==================== branch_resolution
File: src/rtl/branch_resolution.sv
// rtl/branch_resolution.sv - beq/bne/j resolution with PC redirect handshake, flush window and saturating counters
module branch_resolution #(
  parameter int FLUSH_CYCLES = 2,
  parameter int CNT_W        = 16
) (
  input  logic             clk,
  input  logic             rst,
  input  logic             br_valid,
  output logic             br_ready,
  input  logic [5:0]       instruccion,
  input  logic [31:0]      rs_val,
  input  logic [31:0]      rt_val,
  input  logic [31:0]      pc_plus4,
  input  logic [15:0]      imm,
  input  logic [25:0]      jaddr,
  output logic             redir_valid,
  output logic [31:0]      redir_pc,
  input  logic             redir_ready,
  output logic             flush,
  output logic [CNT_W-1:0] branch_count,
  output logic [CNT_W-1:0] taken_count
);

  localparam logic [1:0] S_IDLE  = 2'd0;
  localparam logic [1:0] S_EVAL  = 2'd1;
  localparam logic [1:0] S_REDIR = 2'd2;
  localparam logic [1:0] S_FLUSH = 2'd3;

  localparam logic [5:0] OP_BEQ = 6'b000100;
  localparam logic [5:0] OP_BNE = 6'b000101;
  localparam logic [5:0] OP_J   = 6'b000010;

  // Counter is kept at least 1 bit wide so FLUSH_CYCLES=0 still elaborates.
  localparam int FW = (FLUSH_CYCLES < 2) ? 1 : $clog2(FLUSH_CYCLES + 1);

  logic [1:0]       r_state;
  logic [5:0]       r_op;
  logic [31:0]      r_rs;
  logic [31:0]      r_rt;
  logic [31:0]      r_pc4;
  logic [15:0]      r_imm;
  logic [25:0]      r_jaddr;
  logic [31:0]      r_redir_pc;
  logic [FW-1:0]    r_flush_cnt;
  logic [CNT_W-1:0] r_branch_count;
  logic [CNT_W-1:0] r_taken_count;

  logic        w_is_branch;
  logic        w_taken;
  logic [31:0] w_target;

  assign w_is_branch = (instruccion == OP_BEQ) || (instruccion == OP_BNE) ||
                       (instruccion == OP_J);

  always_comb begin
    w_taken  = 1'b1;
    w_target = {r_pc4[31:28], r_jaddr, 2'b00};
    if (r_op == OP_BEQ || r_op == OP_BNE) begin
      w_taken  = (r_op == OP_BEQ) ? (r_rs == r_rt) : (r_rs != r_rt);
      w_target = r_pc4 + {{14{r_imm[15]}}, r_imm, 2'b00};
    end
  end

  always_ff @(posedge clk) begin
    if (rst) begin
      r_state        <= S_IDLE;
      r_op           <= '0;
      r_rs           <= '0;
      r_rt           <= '0;
      r_pc4          <= '0;
      r_imm          <= '0;
      r_jaddr        <= '0;
      r_redir_pc     <= '0;
      r_flush_cnt    <= '0;
      r_branch_count <= '0;
      r_taken_count  <= '0;
    end else begin
      case (r_state)
        S_IDLE: begin
          if (br_valid) begin
            r_op    <= instruccion;
            r_rs    <= rs_val;
            r_rt    <= rt_val;
            r_pc4   <= pc_plus4;
            r_imm   <= imm;
            r_jaddr <= jaddr;
            if (w_is_branch) r_state <= S_EVAL;
          end
        end
        S_EVAL: begin
          if (r_branch_count != '1) r_branch_count <= r_branch_count + CNT_W'(1);
          if (w_taken) begin
            if (r_taken_count != '1) r_taken_count <= r_taken_count + CNT_W'(1);
            r_redir_pc <= w_target;
            r_state    <= S_REDIR;
          end else begin
            r_state <= S_IDLE;
          end
        end
        S_REDIR: begin
          if (redir_ready) begin
            if (FLUSH_CYCLES > 0) begin
              r_flush_cnt <= FW'(FLUSH_CYCLES);
              r_state     <= S_FLUSH;
            end else begin
              r_state <= S_IDLE;
            end
          end
        end
        default: begin
          r_flush_cnt <= r_flush_cnt - FW'(1);
          if (r_flush_cnt <= FW'(1)) r_state <= S_IDLE;
        end
      endcase
    end
  end

  assign br_ready     = (r_state == S_IDLE);
  assign redir_valid  = (r_state == S_REDIR);
  assign flush        = (r_state == S_FLUSH);
  assign redir_pc     = r_redir_pc;
  assign branch_count = r_branch_count;
  assign taken_count  = r_taken_count;

endmodule

File: config.mk
export PLATFORM = sky130hd
export DESIGN_NAME = branch_resolution
export DESIGN_NICKNAME = d
export VERILOG_FILES = /design/src/rtl/branch_resolution.sv
export SDC_FILE = /design/constraint.sdc
export NUM_CORES = 1
export LEC_CHECK = 0
export CAP_MARGIN = 20
export CORE_MARGIN = 2
export CORE_UTILIZATION = 55
export DETAILED_ROUTE_END_ITERATION = 10
export PLACE_DENSITY = 0.91
export SETUP_SLACK_MARGIN = 0.15
export SLEW_MARGIN = 5
export SYNTH_ARGS = -nofsm -noshare
export SYNTH_HDL_FRONTEND = slang
export SYNTH_SLANG_ARGS = --single-unit
File: constraint.sdc
create_clock -name clk -period 5.3 [get_ports clk]
set_input_delay 0.795 -clock clk [delete_from_list [all_inputs] [get_ports clk]]
set_output_delay 0.795 -clock clk [all_outputs]
set_load 0.005 [all_outputs]
==> branch_resolution/io_fan.png <==
The bar under the picture is 50 um long.
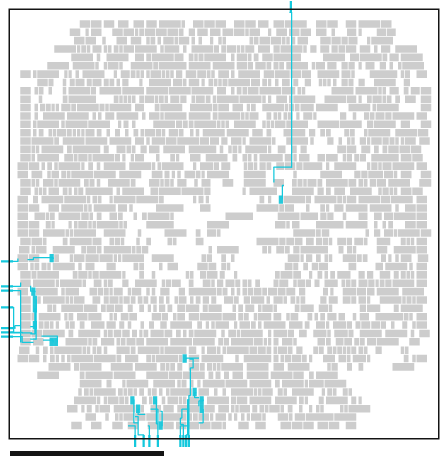
Cyan stands for imm, bits 16, direction input, end cells 16, buffers 16, wire 310 um.
# port buffers: 214
I/O pins: 215

==> branch_resolution/flops_by_reg.png <==
The bar under the picture is 50 um long. Other sequential cells in the stronger grey, the rest of the logic in the fainter grey.
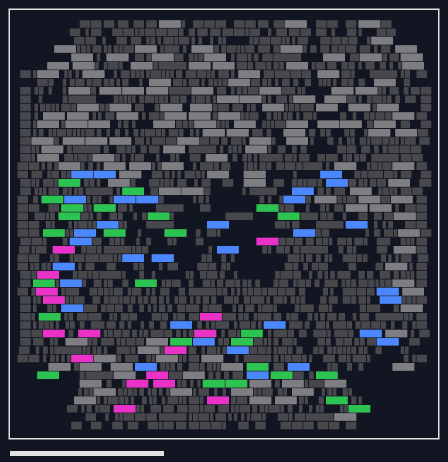
Blue stands for redir_pc, sequential cells 32. Magenta stands for r_imm, sequential cells 16. Green stands for r_jaddr, sequential cells 26.
Another 138 sequential cells are not coloured.
Seq group: 1.71 mW
sequential cell area share: 32.8%
FF+latch area: 4240 um^2
Util after Layout: 72.1%

==> branch_resolution/layer_met1.png <==
The bar under the picture is 50 um long. Supply wires on this layer in grey. Cells faint in the background.
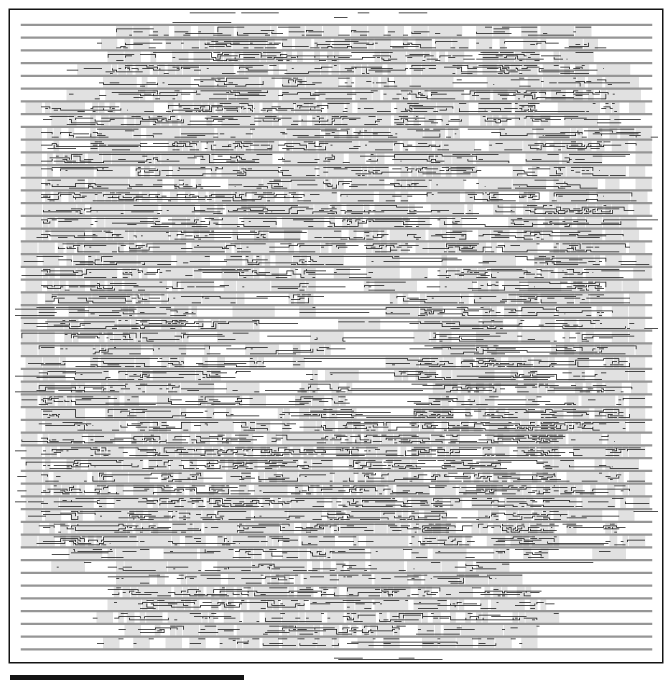
1512 nets have wire on it. The longest straight run is 46.9 um. The layer carries 11700 um of wire. The layer holds 42% of the routed length.
overall routed net length: 27600 um
met1 Use GR: 34.5%
vias: 9790

==> changes_impl.md <==
### Physical design

- Area Growth Syn to Fin: 29.0%
- Maximum fanout along the worst path: 17
- # fillers: roughly 1400
- CP Cell Sequence: ha_1 -> a21oi_1 -> o21ai_0 -> o41ai_1 -> o21bai_1 -> a21oi_1 -> or3_1 -> nand3_1 -> o311a_1
- Setup Viol. Count Final: 0
- Outcome: completed
- Post-synth EDFFs: 0
- Setup TNS: 0 ps
- CTS tree: done
- Post-Synth Simple-Gate Area: around a quarter
- Hold WC Path Type: flop to flop
- Synth top area share: a little over two fifths
- Commonest Layout Cell: nand2_1
- Number of vias per cell: around 5.7
- Routed Antenna Nets: 0
- Largest net degree at the start of global routing: roughly 140
- Dpl hpwl: about 19000 um
- Top cells by count: nand2_1, dfxtp_1, a21oi_1
- Mapped Area: 10000 um^2
- Final hold vios: 0
- Measured slew at the worst slew-check pin: slightly below 1000 ps
- Worst path slowest cell: dfxtp_1
- Top Usage Layer GRT: met2
- Vias in the first global route: roughly 9300
- VDD IR max: around 0.21 mV
- Hold_buf cts: 0
- Largest combinational cell category by area: simple AND/OR/NAND/NOR gates
- Worst reg2reg setup slack: 2150 ps
- Tap Count: ~230
- PD cells: about 280 nW/um^2
- Num sequential: 212
- Top FF cell, synth: dfxtp_1
- Clock root cell: clkbuf_16
- Critical R2R Launch: r_imm[15]$_SDFFE_PP0P_
- Die ar.: slightly below 20000 um^2
- Synth flops: around 210
[worst paths after layout]
kind	to	depth (start not counted)
setup / recovery	redir_pc[28]$_SDFFE_PP0P_	9
hold / removal	r_jaddr[6]$_SDFFE_PP0P_	2
setup reg to reg	redir_pc[28]$_SDFFE_PP0P_	9
hold reg to reg	r_jaddr[6]$_SDFFE_PP0P_	2
[state kept, by name, indices dropped and copies added, names as in the netlist]
register	flops
r_flush_cnt	2
r_imm	16
branch_count	16
r_op	6
r_jaddr	26
taken_count	16
r_rs	32
redir_pc	32
r_state	2
r_pc4	32
r_rt	32
[report_power, final]
group | internal, mW | leakage, nW | switching (mW) | total, mW
Clock | 0.822 | 0.342 | 0.630 | 1.45
Combinational | 0.225 | 2.79 | 0.250 | 0.476
Sequential | 1.66 | 1.73 | 0.0493 | 1.71
[stage by stage]
step	instance area (um^2)	std cells	setup slack (ps)	utilization, %	power [mW]
3_5_place_dp	12300	1674	2250	68.2	2.21
6_report	13000	1715	2150	72.1	3.64
3_3_place_gp	12300	1674	2360	68.2	2.20
4_1_cts	12900	1713	2220	72.0	3.65
5_1_grt	13000	1714	1970	72.1	3.78
2_1_floorplan	10000	1301	2680	-	2.01

==================== cpu_ctrl
==> cpu_ctrl/io_fan.png <==
The bar under the picture is 20 um long.
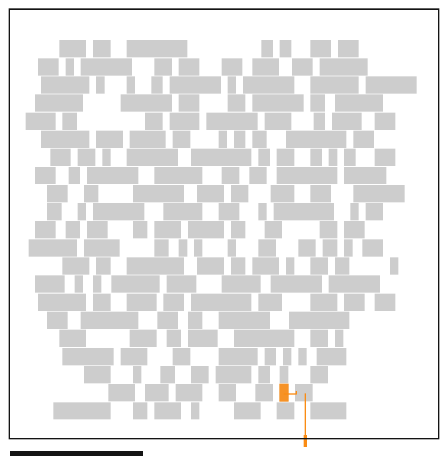
==> cpu_ctrl/layer_met1.png <==
The bar under the picture is 20 um long. Supply wires on this layer in grey. Cells faint in the background.
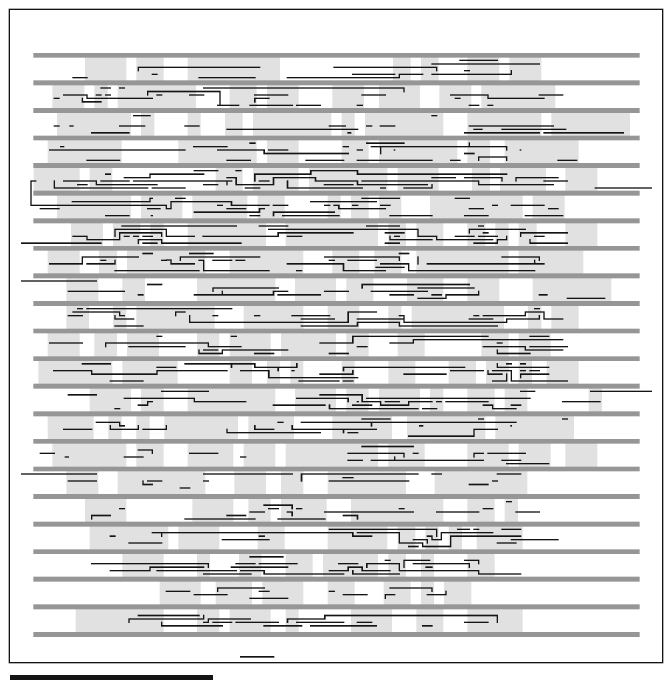
==> cpu_ctrl/flops_by_reg.png <==
The bar under the picture is 20 um long. Other cells in grey.
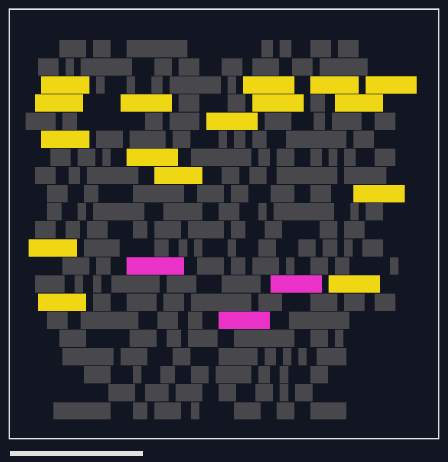
`config.mk`:
```
export PLATFORM = sky130hd
export DESIGN_NAME = cpu_ctrl
export DESIGN_NICKNAME = d
export VERILOG_FILES = /design/src/rtl/cpu_ctrl.sv
export SDC_FILE = /design/constraint.sdc
export NUM_CORES = 1
export LEC_CHECK = 0
export CAP_MARGIN = 5
export CELL_PAD_IN_SITES_DETAIL_PLACEMENT = 1
export CELL_PAD_IN_SITES_GLOBAL_PLACEMENT = 1
export CORE_MARGIN = 2
export CORE_UTILIZATION = 31
export CTS_BUF_LIST = sky130_fd_sc_hd__clkbuf_16
export CTS_CLUSTER_SIZE = 40
export DETAILED_ROUTE_END_ITERATION = 7
export PLACE_DENSITY = 0.76
export RECOVER_POWER = 25
export SYNTH_ARGS = -nofsm -noshare
export SYNTH_HDL_FRONTEND = slang
export SYNTH_SLANG_ARGS = --single-unit
```
`constraint.sdc`:
```
create_clock -name clk -period 1.6 [get_ports clk]
set_input_delay 0.32 -clock clk [delete_from_list [all_inputs] [get_ports clk]]
set_output_delay 0.32 -clock clk [all_outputs]
set_load 0.03 [all_outputs]
```
`src/rtl/cpu_ctrl.sv`:
```
// Instruction sequencer for the 8-bit accumulator CPU: 8-phase cycle per instruction, opcode/zero decode to datapath strobes.
// Latency: strobes are combinational from the registered phase (valid one edge after the phase is entered); 8 cycles per instruction.
// Backpressure: none; the sequencer free-runs one phase per clock (optionally freezes on HLT when CTRL_HALT_LATCH_EN is defined).
//
// Ports:
//   clk, rst           : clock and synchronous active-high reset
//   opcode[2:0], zero  : IR opcode field and accumulator-zero flag (must be stable from INST_LOAD onward)
//   sel                : address mux select, 1 = PC, 0 = IR operand address
//   mem_rd, load_ir, inc_pc, load_pc, load_ac, mem_wr, data_e : datapath strobes
//   halt               : HLT decoded (pulse) or sticky halt when CTRL_HALT_LATCH_EN is defined
//   instr_cnt          : retired-instruction counter, wraps modulo 2^CNT_W
//
// Build option: CTRL_HALT_LATCH_EN makes HLT sticky, freezing the sequencer until rst.
module cpu_ctrl #(
    parameter int CNT_W = 16
) (
    input  logic             clk,
    input  logic             rst,
    input  logic [2:0]       opcode,
    input  logic             zero,
    output logic             sel,
    output logic             mem_rd,
    output logic             load_ir,
    output logic             inc_pc,
    output logic             load_pc,
    output logic             load_ac,
    output logic             mem_wr,
    output logic             data_e,
    output logic             halt,
    output logic [CNT_W-1:0] instr_cnt
);

    typedef enum logic [2:0] {
        INST_ADDR  = 3'd0,
        INST_FETCH = 3'd1,
        INST_LOAD  = 3'd2,
        IDLE       = 3'd3,
        OP_ADDR    = 3'd4,
        OP_FETCH   = 3'd5,
        ALU_OP     = 3'd6,
        STORE      = 3'd7
    } phase_t;

    localparam logic [2:0] OP_HLT = 3'd0;
    localparam logic [2:0] OP_SKZ = 3'd1;
    localparam logic [2:0] OP_ADD = 3'd2;
    localparam logic [2:0] OP_AND = 3'd3;
    localparam logic [2:0] OP_XOR = 3'd4;
    localparam logic [2:0] OP_LDA = 3'd5;
    localparam logic [2:0] OP_STO = 3'd6;
    localparam logic [2:0] OP_JMP = 3'd7;

    localparam logic [CNT_W-1:0] CNT_ONE = {{(CNT_W-1){1'b0}}, 1'b1};

    phase_t           r_phase;
    phase_t           w_phase_nxt;
    logic [CNT_W-1:0] r_instr_cnt;
    logic             w_halted;
    logic             w_is_hlt;
    logic             w_is_aluop;

    assign w_is_hlt   = (opcode == OP_HLT);
    assign w_is_aluop = (opcode == OP_ADD) || (opcode == OP_AND) ||
                        (opcode == OP_XOR) || (opcode == OP_LDA);

`ifdef CTRL_HALT_LATCH_EN
    logic r_halt;
    assign w_halted = r_halt;
`else
    assign w_halted = 1'b0;
`endif

    always_ff @(posedge clk) begin
        if (rst) begin
            r_phase     <= INST_ADDR;
            r_instr_cnt <= '0;
`ifdef CTRL_HALT_LATCH_EN
            r_halt      <= 1'b0;
`endif
        end else begin
            r_phase <= w_phase_nxt;
            // A halted sequencer never reaches STORE, so the counter stops with it.
            if (r_phase == STORE) begin
                r_instr_cnt <= r_instr_cnt + CNT_ONE;
            end
`ifdef CTRL_HALT_LATCH_EN
            if (r_phase == OP_ADDR && w_is_hlt) begin
                r_halt <= 1'b1;
            end
`endif
        end
    end

    always_comb begin
        w_phase_nxt = phase_t'(r_phase + 3'd1);
        sel         = 1'b0;
        mem_rd      = 1'b0;
        load_ir     = 1'b0;
        inc_pc      = 1'b0;
        load_pc     = 1'b0;
        load_ac     = 1'b0;
        mem_wr      = 1'b0;
        data_e      = 1'b0;
        halt        = 1'b0;

        // Frozen at OP_FETCH once the halt latch is set.
        if (w_halted) begin
            w_phase_nxt = r_phase;
        end

        case (r_phase)
            INST_ADDR: begin
                sel = 1'b1;
            end
            INST_FETCH: begin
                sel    = 1'b1;
                mem_rd = 1'b1;
            end
            INST_LOAD, IDLE: begin
                sel     = 1'b1;
                mem_rd  = 1'b1;
                load_ir = 1'b1;
            end
            OP_ADDR: begin
                inc_pc = 1'b1;
                halt   = w_is_hlt;
            end
            OP_FETCH: begin
                mem_rd = w_is_aluop;
            end
            ALU_OP: begin
                mem_rd  = w_is_aluop;
                load_ac = w_is_aluop;
                inc_pc  = (opcode == OP_SKZ) && zero;
                load_pc = (opcode == OP_JMP);
                data_e  = (opcode == OP_STO);
            end
            STORE: begin
                mem_rd  = w_is_aluop;
                load_ac = w_is_aluop;
                inc_pc  = (opcode == OP_JMP);
                load_pc = (opcode == OP_JMP);
                mem_wr  = (opcode == OP_STO);
                data_e  = (opcode == OP_STO);
            end
            default: begin
                sel = 1'b1;
            end
        endcase

        if (w_halted) begin
            sel     = 1'b0;
            mem_rd  = 1'b0;
            load_ir = 1'b0;
            inc_pc  = 1'b0;
            load_pc = 1'b0;
            load_ac = 1'b0;
            mem_wr  = 1'b0;
            data_e  = 1'b0;
            halt    = 1'b1;
        end

        // While reset is held the bus points at the PC and nothing else moves,
        // independent of where the phase register happens to be.
        if (rst) begin
            sel     = 1'b1;
            mem_rd  = 1'b0;
            load_ir = 1'b0;
            inc_pc  = 1'b0;
            load_pc = 1'b0;
            load_ac = 1'b0;
            mem_wr  = 1'b0;
            data_e  = 1'b0;
            halt    = 1'b0;
        end
    end

    assign instr_cnt = r_instr_cnt;

endmodule

```
==> changes_impl.md <==
### Physical design

- Outcome: finished with violations
- Violated checks: negative setup slack
- CP Capture Type: primary output
- Post-route setup slack: -222 ps
- YS chip area: around 1100 um^2
- Yosys Warn Count: 0
- Worst-path clk slew: 50 ps
- Layout cells sized above 1: 47.5%
- VDD IR max: 0.346 mV
- Crit share post-route: 114%
- Crit-path max cell delay: 360 ps
- Mapped Area: 1130 um^2
- Setup Viol. Count Final: 18
- Worst hold margin: roughly 530 ps
- Leading area contributor after synthesis: dfxtp_1
- Fin nets: between 150 and 200
- Setup crit start: r_phase[0]$_SDFF_PP0_
- Htree depth: 1
- CP endpoint: mem_wr
- Core footprint: around 3400 um^2
- Highest-power group: clock
- Hold WC Path Type: primary input to flop
- Number of vias per cell: 5.34
- Routed Antenna Nets: 0
Notes on cpu_ctrl/io_fan.png above:
Orange stands for load_ir, bits 1, direction output, end cells 1, buffers 1, wire 8.50 um.
# port buffers: 30
I/O pins: 31

Notes on cpu_ctrl/layer_met1.png above:
The layer carries 1720 um of wire. 169 nets have wire on it. The wires run mostly horizontal. The longest straight run is 21.2 um. The layer holds 41% of the routed length.
overall routed net length: 4190 um
vias: 1191
met1 Use GR: 23.6%

Notes on cpu_ctrl/flops_by_reg.png above:
Magenta stands for r_phase, sequential cells 3. Yellow stands for instr_cnt, sequential cells 16.
Seq group: 489 uW
sequential cell area share: 19.9%
FF+latch area: 397 um^2
Util after Layout: 58.5%

cells by family (layout without fill, tap and decap cells):
| family | count (synthesis) | in the layout |
|---|---|---|
| compound gates | 18 | 18 |
| xor+xnor | 5 | 5 |
| fa+ha+maj | 7 | 7 |
| buf+inv | 11 | 65 |
| flops | 19 | 19 |
| mux | 7 | 7 |
| simple gates | 56 | 56 |
layout make-up:
cell class                 instances  area (um^2)  area share (%)
inverter                           6         25.0            1.25
timing repair buffer              55          508            25.4
clock buffer                       3         75.1            3.76
multi-input combinational         93          931            46.6
clock inverter                     1         3.75           0.188
tap                               46         57.6            2.88
sequential                        19          397            19.9
cells in the mapped netlist (all sizes together):
master,n
a21oi,9
a31oi,1
and3,1
buf,5
dfxtp,19
ha,7
inv,6
mux2,6
mux2i,1
nand2,5
nand3,4
nand4,8
nor2,15
nor2b,6
nor3,2
nor3b,1
nor4,6
nor4b,2
o21ai,3
o2bb2ai,1
o31ai,4
or3,2
or4,4
xnor2,2
xor2,3
state kept, by name, summed over array words and instances (netlist names):
| signal | flops |
|---|---|
| instr_cnt | 16 |
| r_phase | 3 |

==================== ifetch_unit
==> ifetch_unit/layer_met1.png <==
The bar under the picture is 50 um long. Supply wires on this layer in grey. Cells faint in the background.
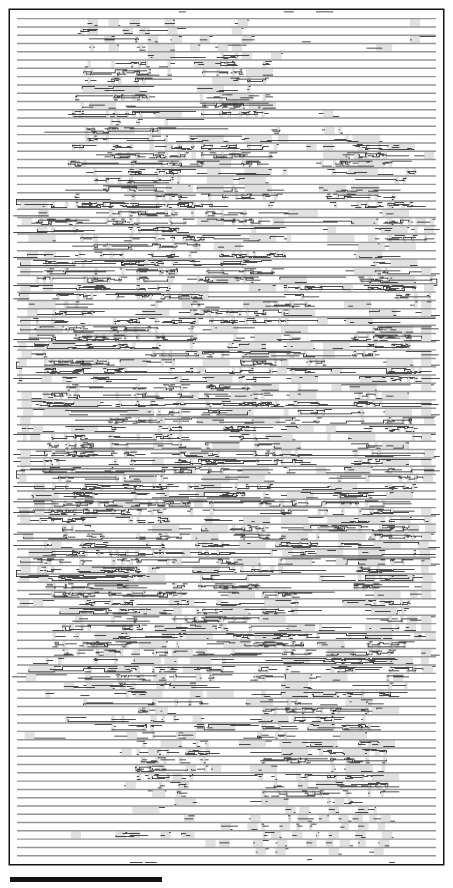
## config.mk

```make
export PLATFORM = sky130hd
export DESIGN_NAME = ifetch_unit
export DESIGN_NICKNAME = d
export VERILOG_FILES = /design/src/rtl/ifetch_unit.sv
export SDC_FILE = /design/constraint.sdc
export NUM_CORES = 1
export LEC_CHECK = 0
export ABC_AREA = 1
export CELL_PAD_IN_SITES_DETAIL_PLACEMENT = 1
export CELL_PAD_IN_SITES_GLOBAL_PLACEMENT = 1
export CORE_ASPECT_RATIO = 2
export CORE_MARGIN = 2
export CORE_UTILIZATION = 24
export DETAILED_ROUTE_END_ITERATION = 6
export GPL_TIMING_DRIVEN = 0
export HOLD_SLACK_MARGIN = 0.15
export MAX_ROUTING_LAYER = met4
export PLACE_DENSITY = 0.62
export SLEW_MARGIN = 30
export SYNTH_ARGS = -nofsm -noshare
export SYNTH_HDL_FRONTEND = slang
export SYNTH_SLANG_ARGS = --single-unit
```

## constraint.sdc

```tcl
create_clock -name clk -period 5.9 [get_ports clk]
set_input_delay 1.77 -clock clk [delete_from_list [all_inputs] [get_ports clk]]
set_output_delay 1.77 -clock clk [all_outputs]
set_load 0.1 [all_outputs]
```

## src/rtl/ifetch_unit.sv

```systemverilog
// ifetch_unit: instruction fetch stage with a 2-entry in-order instruction FIFO.
//
// Issues fetch requests to instruction memory under a credit limit of two.
// The credit covers requests still in flight, responses that are due to be
// discarded, and FIFO entries. Responses are buffered with their fetch PC and
// presented to decode.
// A redirect flushes the FIFO, restarts fetch at the word-aligned target and
// arranges for every older response still in flight to be discarded.
//
// Ports:
//   clk, rst                      clock; asynchronous active-low reset
//   imem_req_valid/ready/addr     fetch request handshake and byte address
//   imem_rsp_valid/data           in-order instruction responses (no backpressure)
//   redirect, redirect_pc         redirect pulse and target from later stages
//   stall                         decode cannot consume this cycle
//   if_valid, if_instr, if_pc     FIFO head presented to decode
//   rs1_addr, rs2_addr            register file read addresses from if_instr
module ifetch_unit #(
    parameter int unsigned       WIDTH    = 32,
    parameter logic [WIDTH-1:0]  RESET_PC = '0
) (
    input  logic             clk,
    input  logic             rst,
    output logic             imem_req_valid,
    input  logic             imem_req_ready,
    output logic [WIDTH-1:0] imem_req_addr,
    input  logic             imem_rsp_valid,
    input  logic [31:0]      imem_rsp_data,
    input  logic             redirect,
    input  logic [WIDTH-1:0] redirect_pc,
    input  logic             stall,
    output logic             if_valid,
    output logic [31:0]      if_instr,
    output logic [WIDTH-1:0] if_pc,
    output logic [4:0]       rs1_addr,
    output logic [4:0]       rs2_addr
);

    logic [WIDTH-1:0] r_pc;
    logic [31:0]      r_instr [2];
    logic [WIDTH-1:0] r_ipc   [2];
    logic             r_head;
    logic [1:0]       r_count;
    logic [1:0]       r_inflight;
    logic [1:0]       r_drop;

    logic [2:0]       w_used;
    logic             w_req_fire;
    logic             w_rsp_owned;
    logic             w_push;
    logic             w_pop;
    logic             w_tail;
    logic [WIDTH-1:0] w_rsp_pc;
    logic [2:0]       w_flush_sum;
    logic [WIDTH-1:0] w_pc_nxt;
    logic [1:0]       w_inflight_nxt;
    logic [1:0]       w_drop_nxt;
    logic [1:0]       w_count_nxt;
    logic             w_head_nxt;

    // Credits: every request occupies one slot from issue until it is either
    // discarded or popped by decode, so the FIFO can never overflow.
    assign w_used         = {1'b0, r_inflight} + {1'b0, r_drop} + {1'b0, r_count};
    assign imem_req_valid = rst & ~redirect & (w_used < 3'd2);
    assign imem_req_addr  = r_pc;
    assign w_req_fire     = imem_req_valid & imem_req_ready;

    // A response while the drop counter is zero belongs to the oldest live request.
    assign w_rsp_owned = imem_rsp_valid & (r_drop == 2'd0);
    assign w_push      = w_rsp_owned & ~redirect & (r_count != 2'd2);
    assign w_pop       = (r_count != 2'd0) & ~stall & ~redirect;
    assign w_tail      = r_head ^ r_count[0];

    // Live requests are contiguous words ending just below the PC, so the
    // oldest one sits r_inflight words back.
    assign w_rsp_pc = r_pc - WIDTH'({r_inflight, 2'b00});

    always_comb begin
        w_flush_sum    = {1'b0, r_inflight} + {1'b0, r_drop};
        w_pc_nxt       = r_pc;
        w_inflight_nxt = r_inflight;
        w_drop_nxt     = r_drop;
        w_count_nxt    = r_count;
        w_head_nxt     = r_head;
        if (redirect) begin
            // Everything still outstanding becomes a drop, less the response
            // consumed on this same edge. No request can issue on a redirect edge.
            if (imem_rsp_valid && (w_flush_sum != 3'd0)) begin
                w_flush_sum = w_flush_sum - 3'd1;
            end
            w_pc_nxt       = redirect_pc & ~WIDTH'(3);
            w_inflight_nxt = 2'd0;
            w_drop_nxt     = w_flush_sum[1:0];
            w_count_nxt    = 2'd0;
            w_head_nxt     = 1'b0;
        end else begin
            if (w_req_fire) begin
                w_pc_nxt = r_pc + WIDTH'(4);
            end
            if (imem_rsp_valid && (r_drop != 2'd0)) begin
                w_drop_nxt = r_drop - 2'd1;
            end
            w_inflight_nxt = r_inflight + {1'b0, w_req_fire} - {1'b0, w_rsp_owned};
            w_count_nxt    = r_count + {1'b0, w_push} - {1'b0, w_pop};
            if (w_pop) begin
                w_head_nxt = ~r_head;
            end
        end
    end

    always_ff @(posedge clk or negedge rst) begin
        if (!rst) begin
            r_pc       <= RESET_PC;
            r_head     <= 1'b0;
            r_count    <= 2'd0;
            r_inflight <= 2'd0;
            r_drop     <= 2'd0;
            for (int i = 0; i < 2; i++) begin
                r_instr[i] <= '0;
                r_ipc[i]   <= '0;
            end
        end else begin
            r_pc       <= w_pc_nxt;
            r_head     <= w_head_nxt;
            r_count    <= w_count_nxt;
            r_inflight <= w_inflight_nxt;
            r_drop     <= w_drop_nxt;
            if (w_push) begin
                r_instr[w_tail] <= imem_rsp_data;
                r_ipc[w_tail]   <= w_rsp_pc;
            end
        end
    end

    assign if_valid = (r_count != 2'd0);
    assign if_instr = r_instr[r_head];
    assign if_pc    = r_ipc[r_head];
    assign rs1_addr = if_instr[19:15];
    assign rs2_addr = if_instr[24:20];

endmodule

```

==> changes_impl.md <==
### Physical design

- Crit-path max cell delay: ~740 ps
- Delay-heaviest family, CP: buffers and inverters
- DRT met1 WL: around 13000 um
- Post-synth seq share: 44.0%
- # fillers: roughly 4700
- Top cells by count: nand2_1, dfrtp_1, nor2_1
- Worst hold margin: about 480 ps
- Compound Share, Synth: 8.51%
- VDD IR max: 0.232 mV
- Measured slew at the worst slew-check pin: ~1100 ps
- Core Util at FP: about a quarter
- Grt met3 use: about 2.4%
- Wire length on met3: 873 um
- Dpl hpwl: 29800 um
- Die ar.: between 30000 and 40000 um^2
- Fin nets: around 1600
- Met1 Use GR: approximately a fifth
- Crit path buf inv count: 4
- Worst-path clk slew: about 70 ps
- Post-synth EDFFs: 0
- Die Ht: roughly 280 um
- Max-slew headroom: 29.3%
- Number of CTS-inserted buffers: 17
- Routed met2 length: around 21000 um
- Worst path slowest cell: dlymetal6s2s_1
- Outcome: completed
- YS chip area: between 9000 and 10000 um^2
- Net Switching: ~4.3 mW
Notes on ifetch_unit/layer_met1.png above:
The longest straight run is 39.1 um. The wires run mostly horizontal. 1485 nets have wire on it.
overall routed net length: 37300 um
vias: 9149

-- state kept, by name, indices dropped and copies added, names as in the netlist --
register and count:
imem_req_addr 30, r_count 2, r_drop 2, r_head 1, r_inflight 2, r_instr 64
r_ipc 60
-- final cells by class --
| type | instances | share of cell area, % |
|---|---|---|
| repair buffers | 173 | 14.3 |
| plain buffers | 73 | 3.29 |
| flip-flops and latches | 161 | 33.5 |
| well taps | 463 | 4.81 |
| inverters | 121 | 3.77 |
| multi-input cells | 975 | 35.7 |
| clock inverters | 14 | 0.998 |
| clock buffers | 18 | 3.65 |
-- power by group through the flow --
stage          Combinational (mW)  Sequential, mW  Clock, mW
6_report                     4.57            1.80       1.09
5_1_grt                      4.86            1.85       1.17
4_1_cts                      4.64            1.80       1.13
3_5_place_dp                 4.63            1.82          0
3_3_place_gp                 4.60            1.80          0
2_1_floorplan                3.10            2.12          0
-- stage by stage --
step           util [%]  area, um^2
2_1_floorplan         -        9170
3_5_place_dp       30.4       11500
4_1_cts            31.9       12000
3_3_place_gp       30.3       11500
5_1_grt            31.8       12000
6_report           31.8       12000


==> notes/layouts.md <==
Pictures saved along the way, in no particular order.

Signal wires by layer.
Two of the layers only.
picture 1
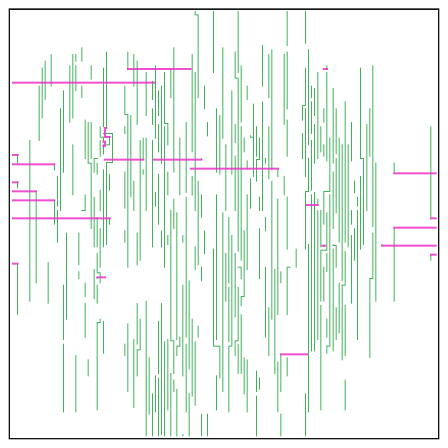
picture 2
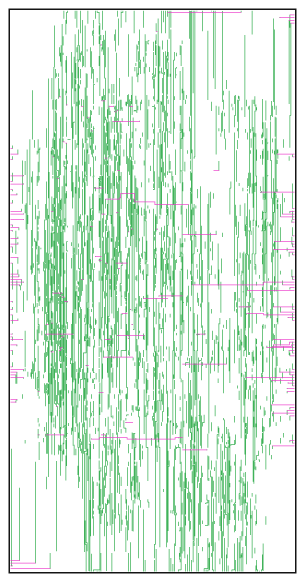
picture 3
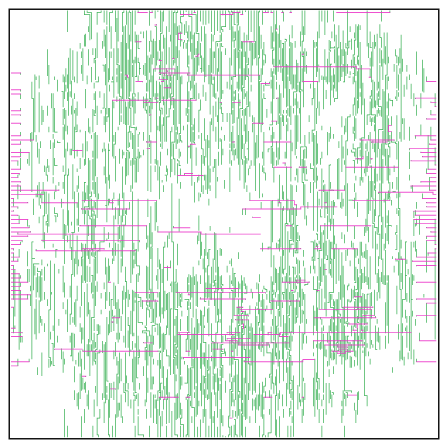
Picture 2 comes from ifetch_unit.
Picture 1 comes from cpu_ctrl.
Picture 3 comes from branch_resolution.

Key to picture 3:
Magenta stands for metal 3, wire length 1410 um. Green stands for metal 2, wire length 13300 um.

Power and IR drop assume default switching activity.
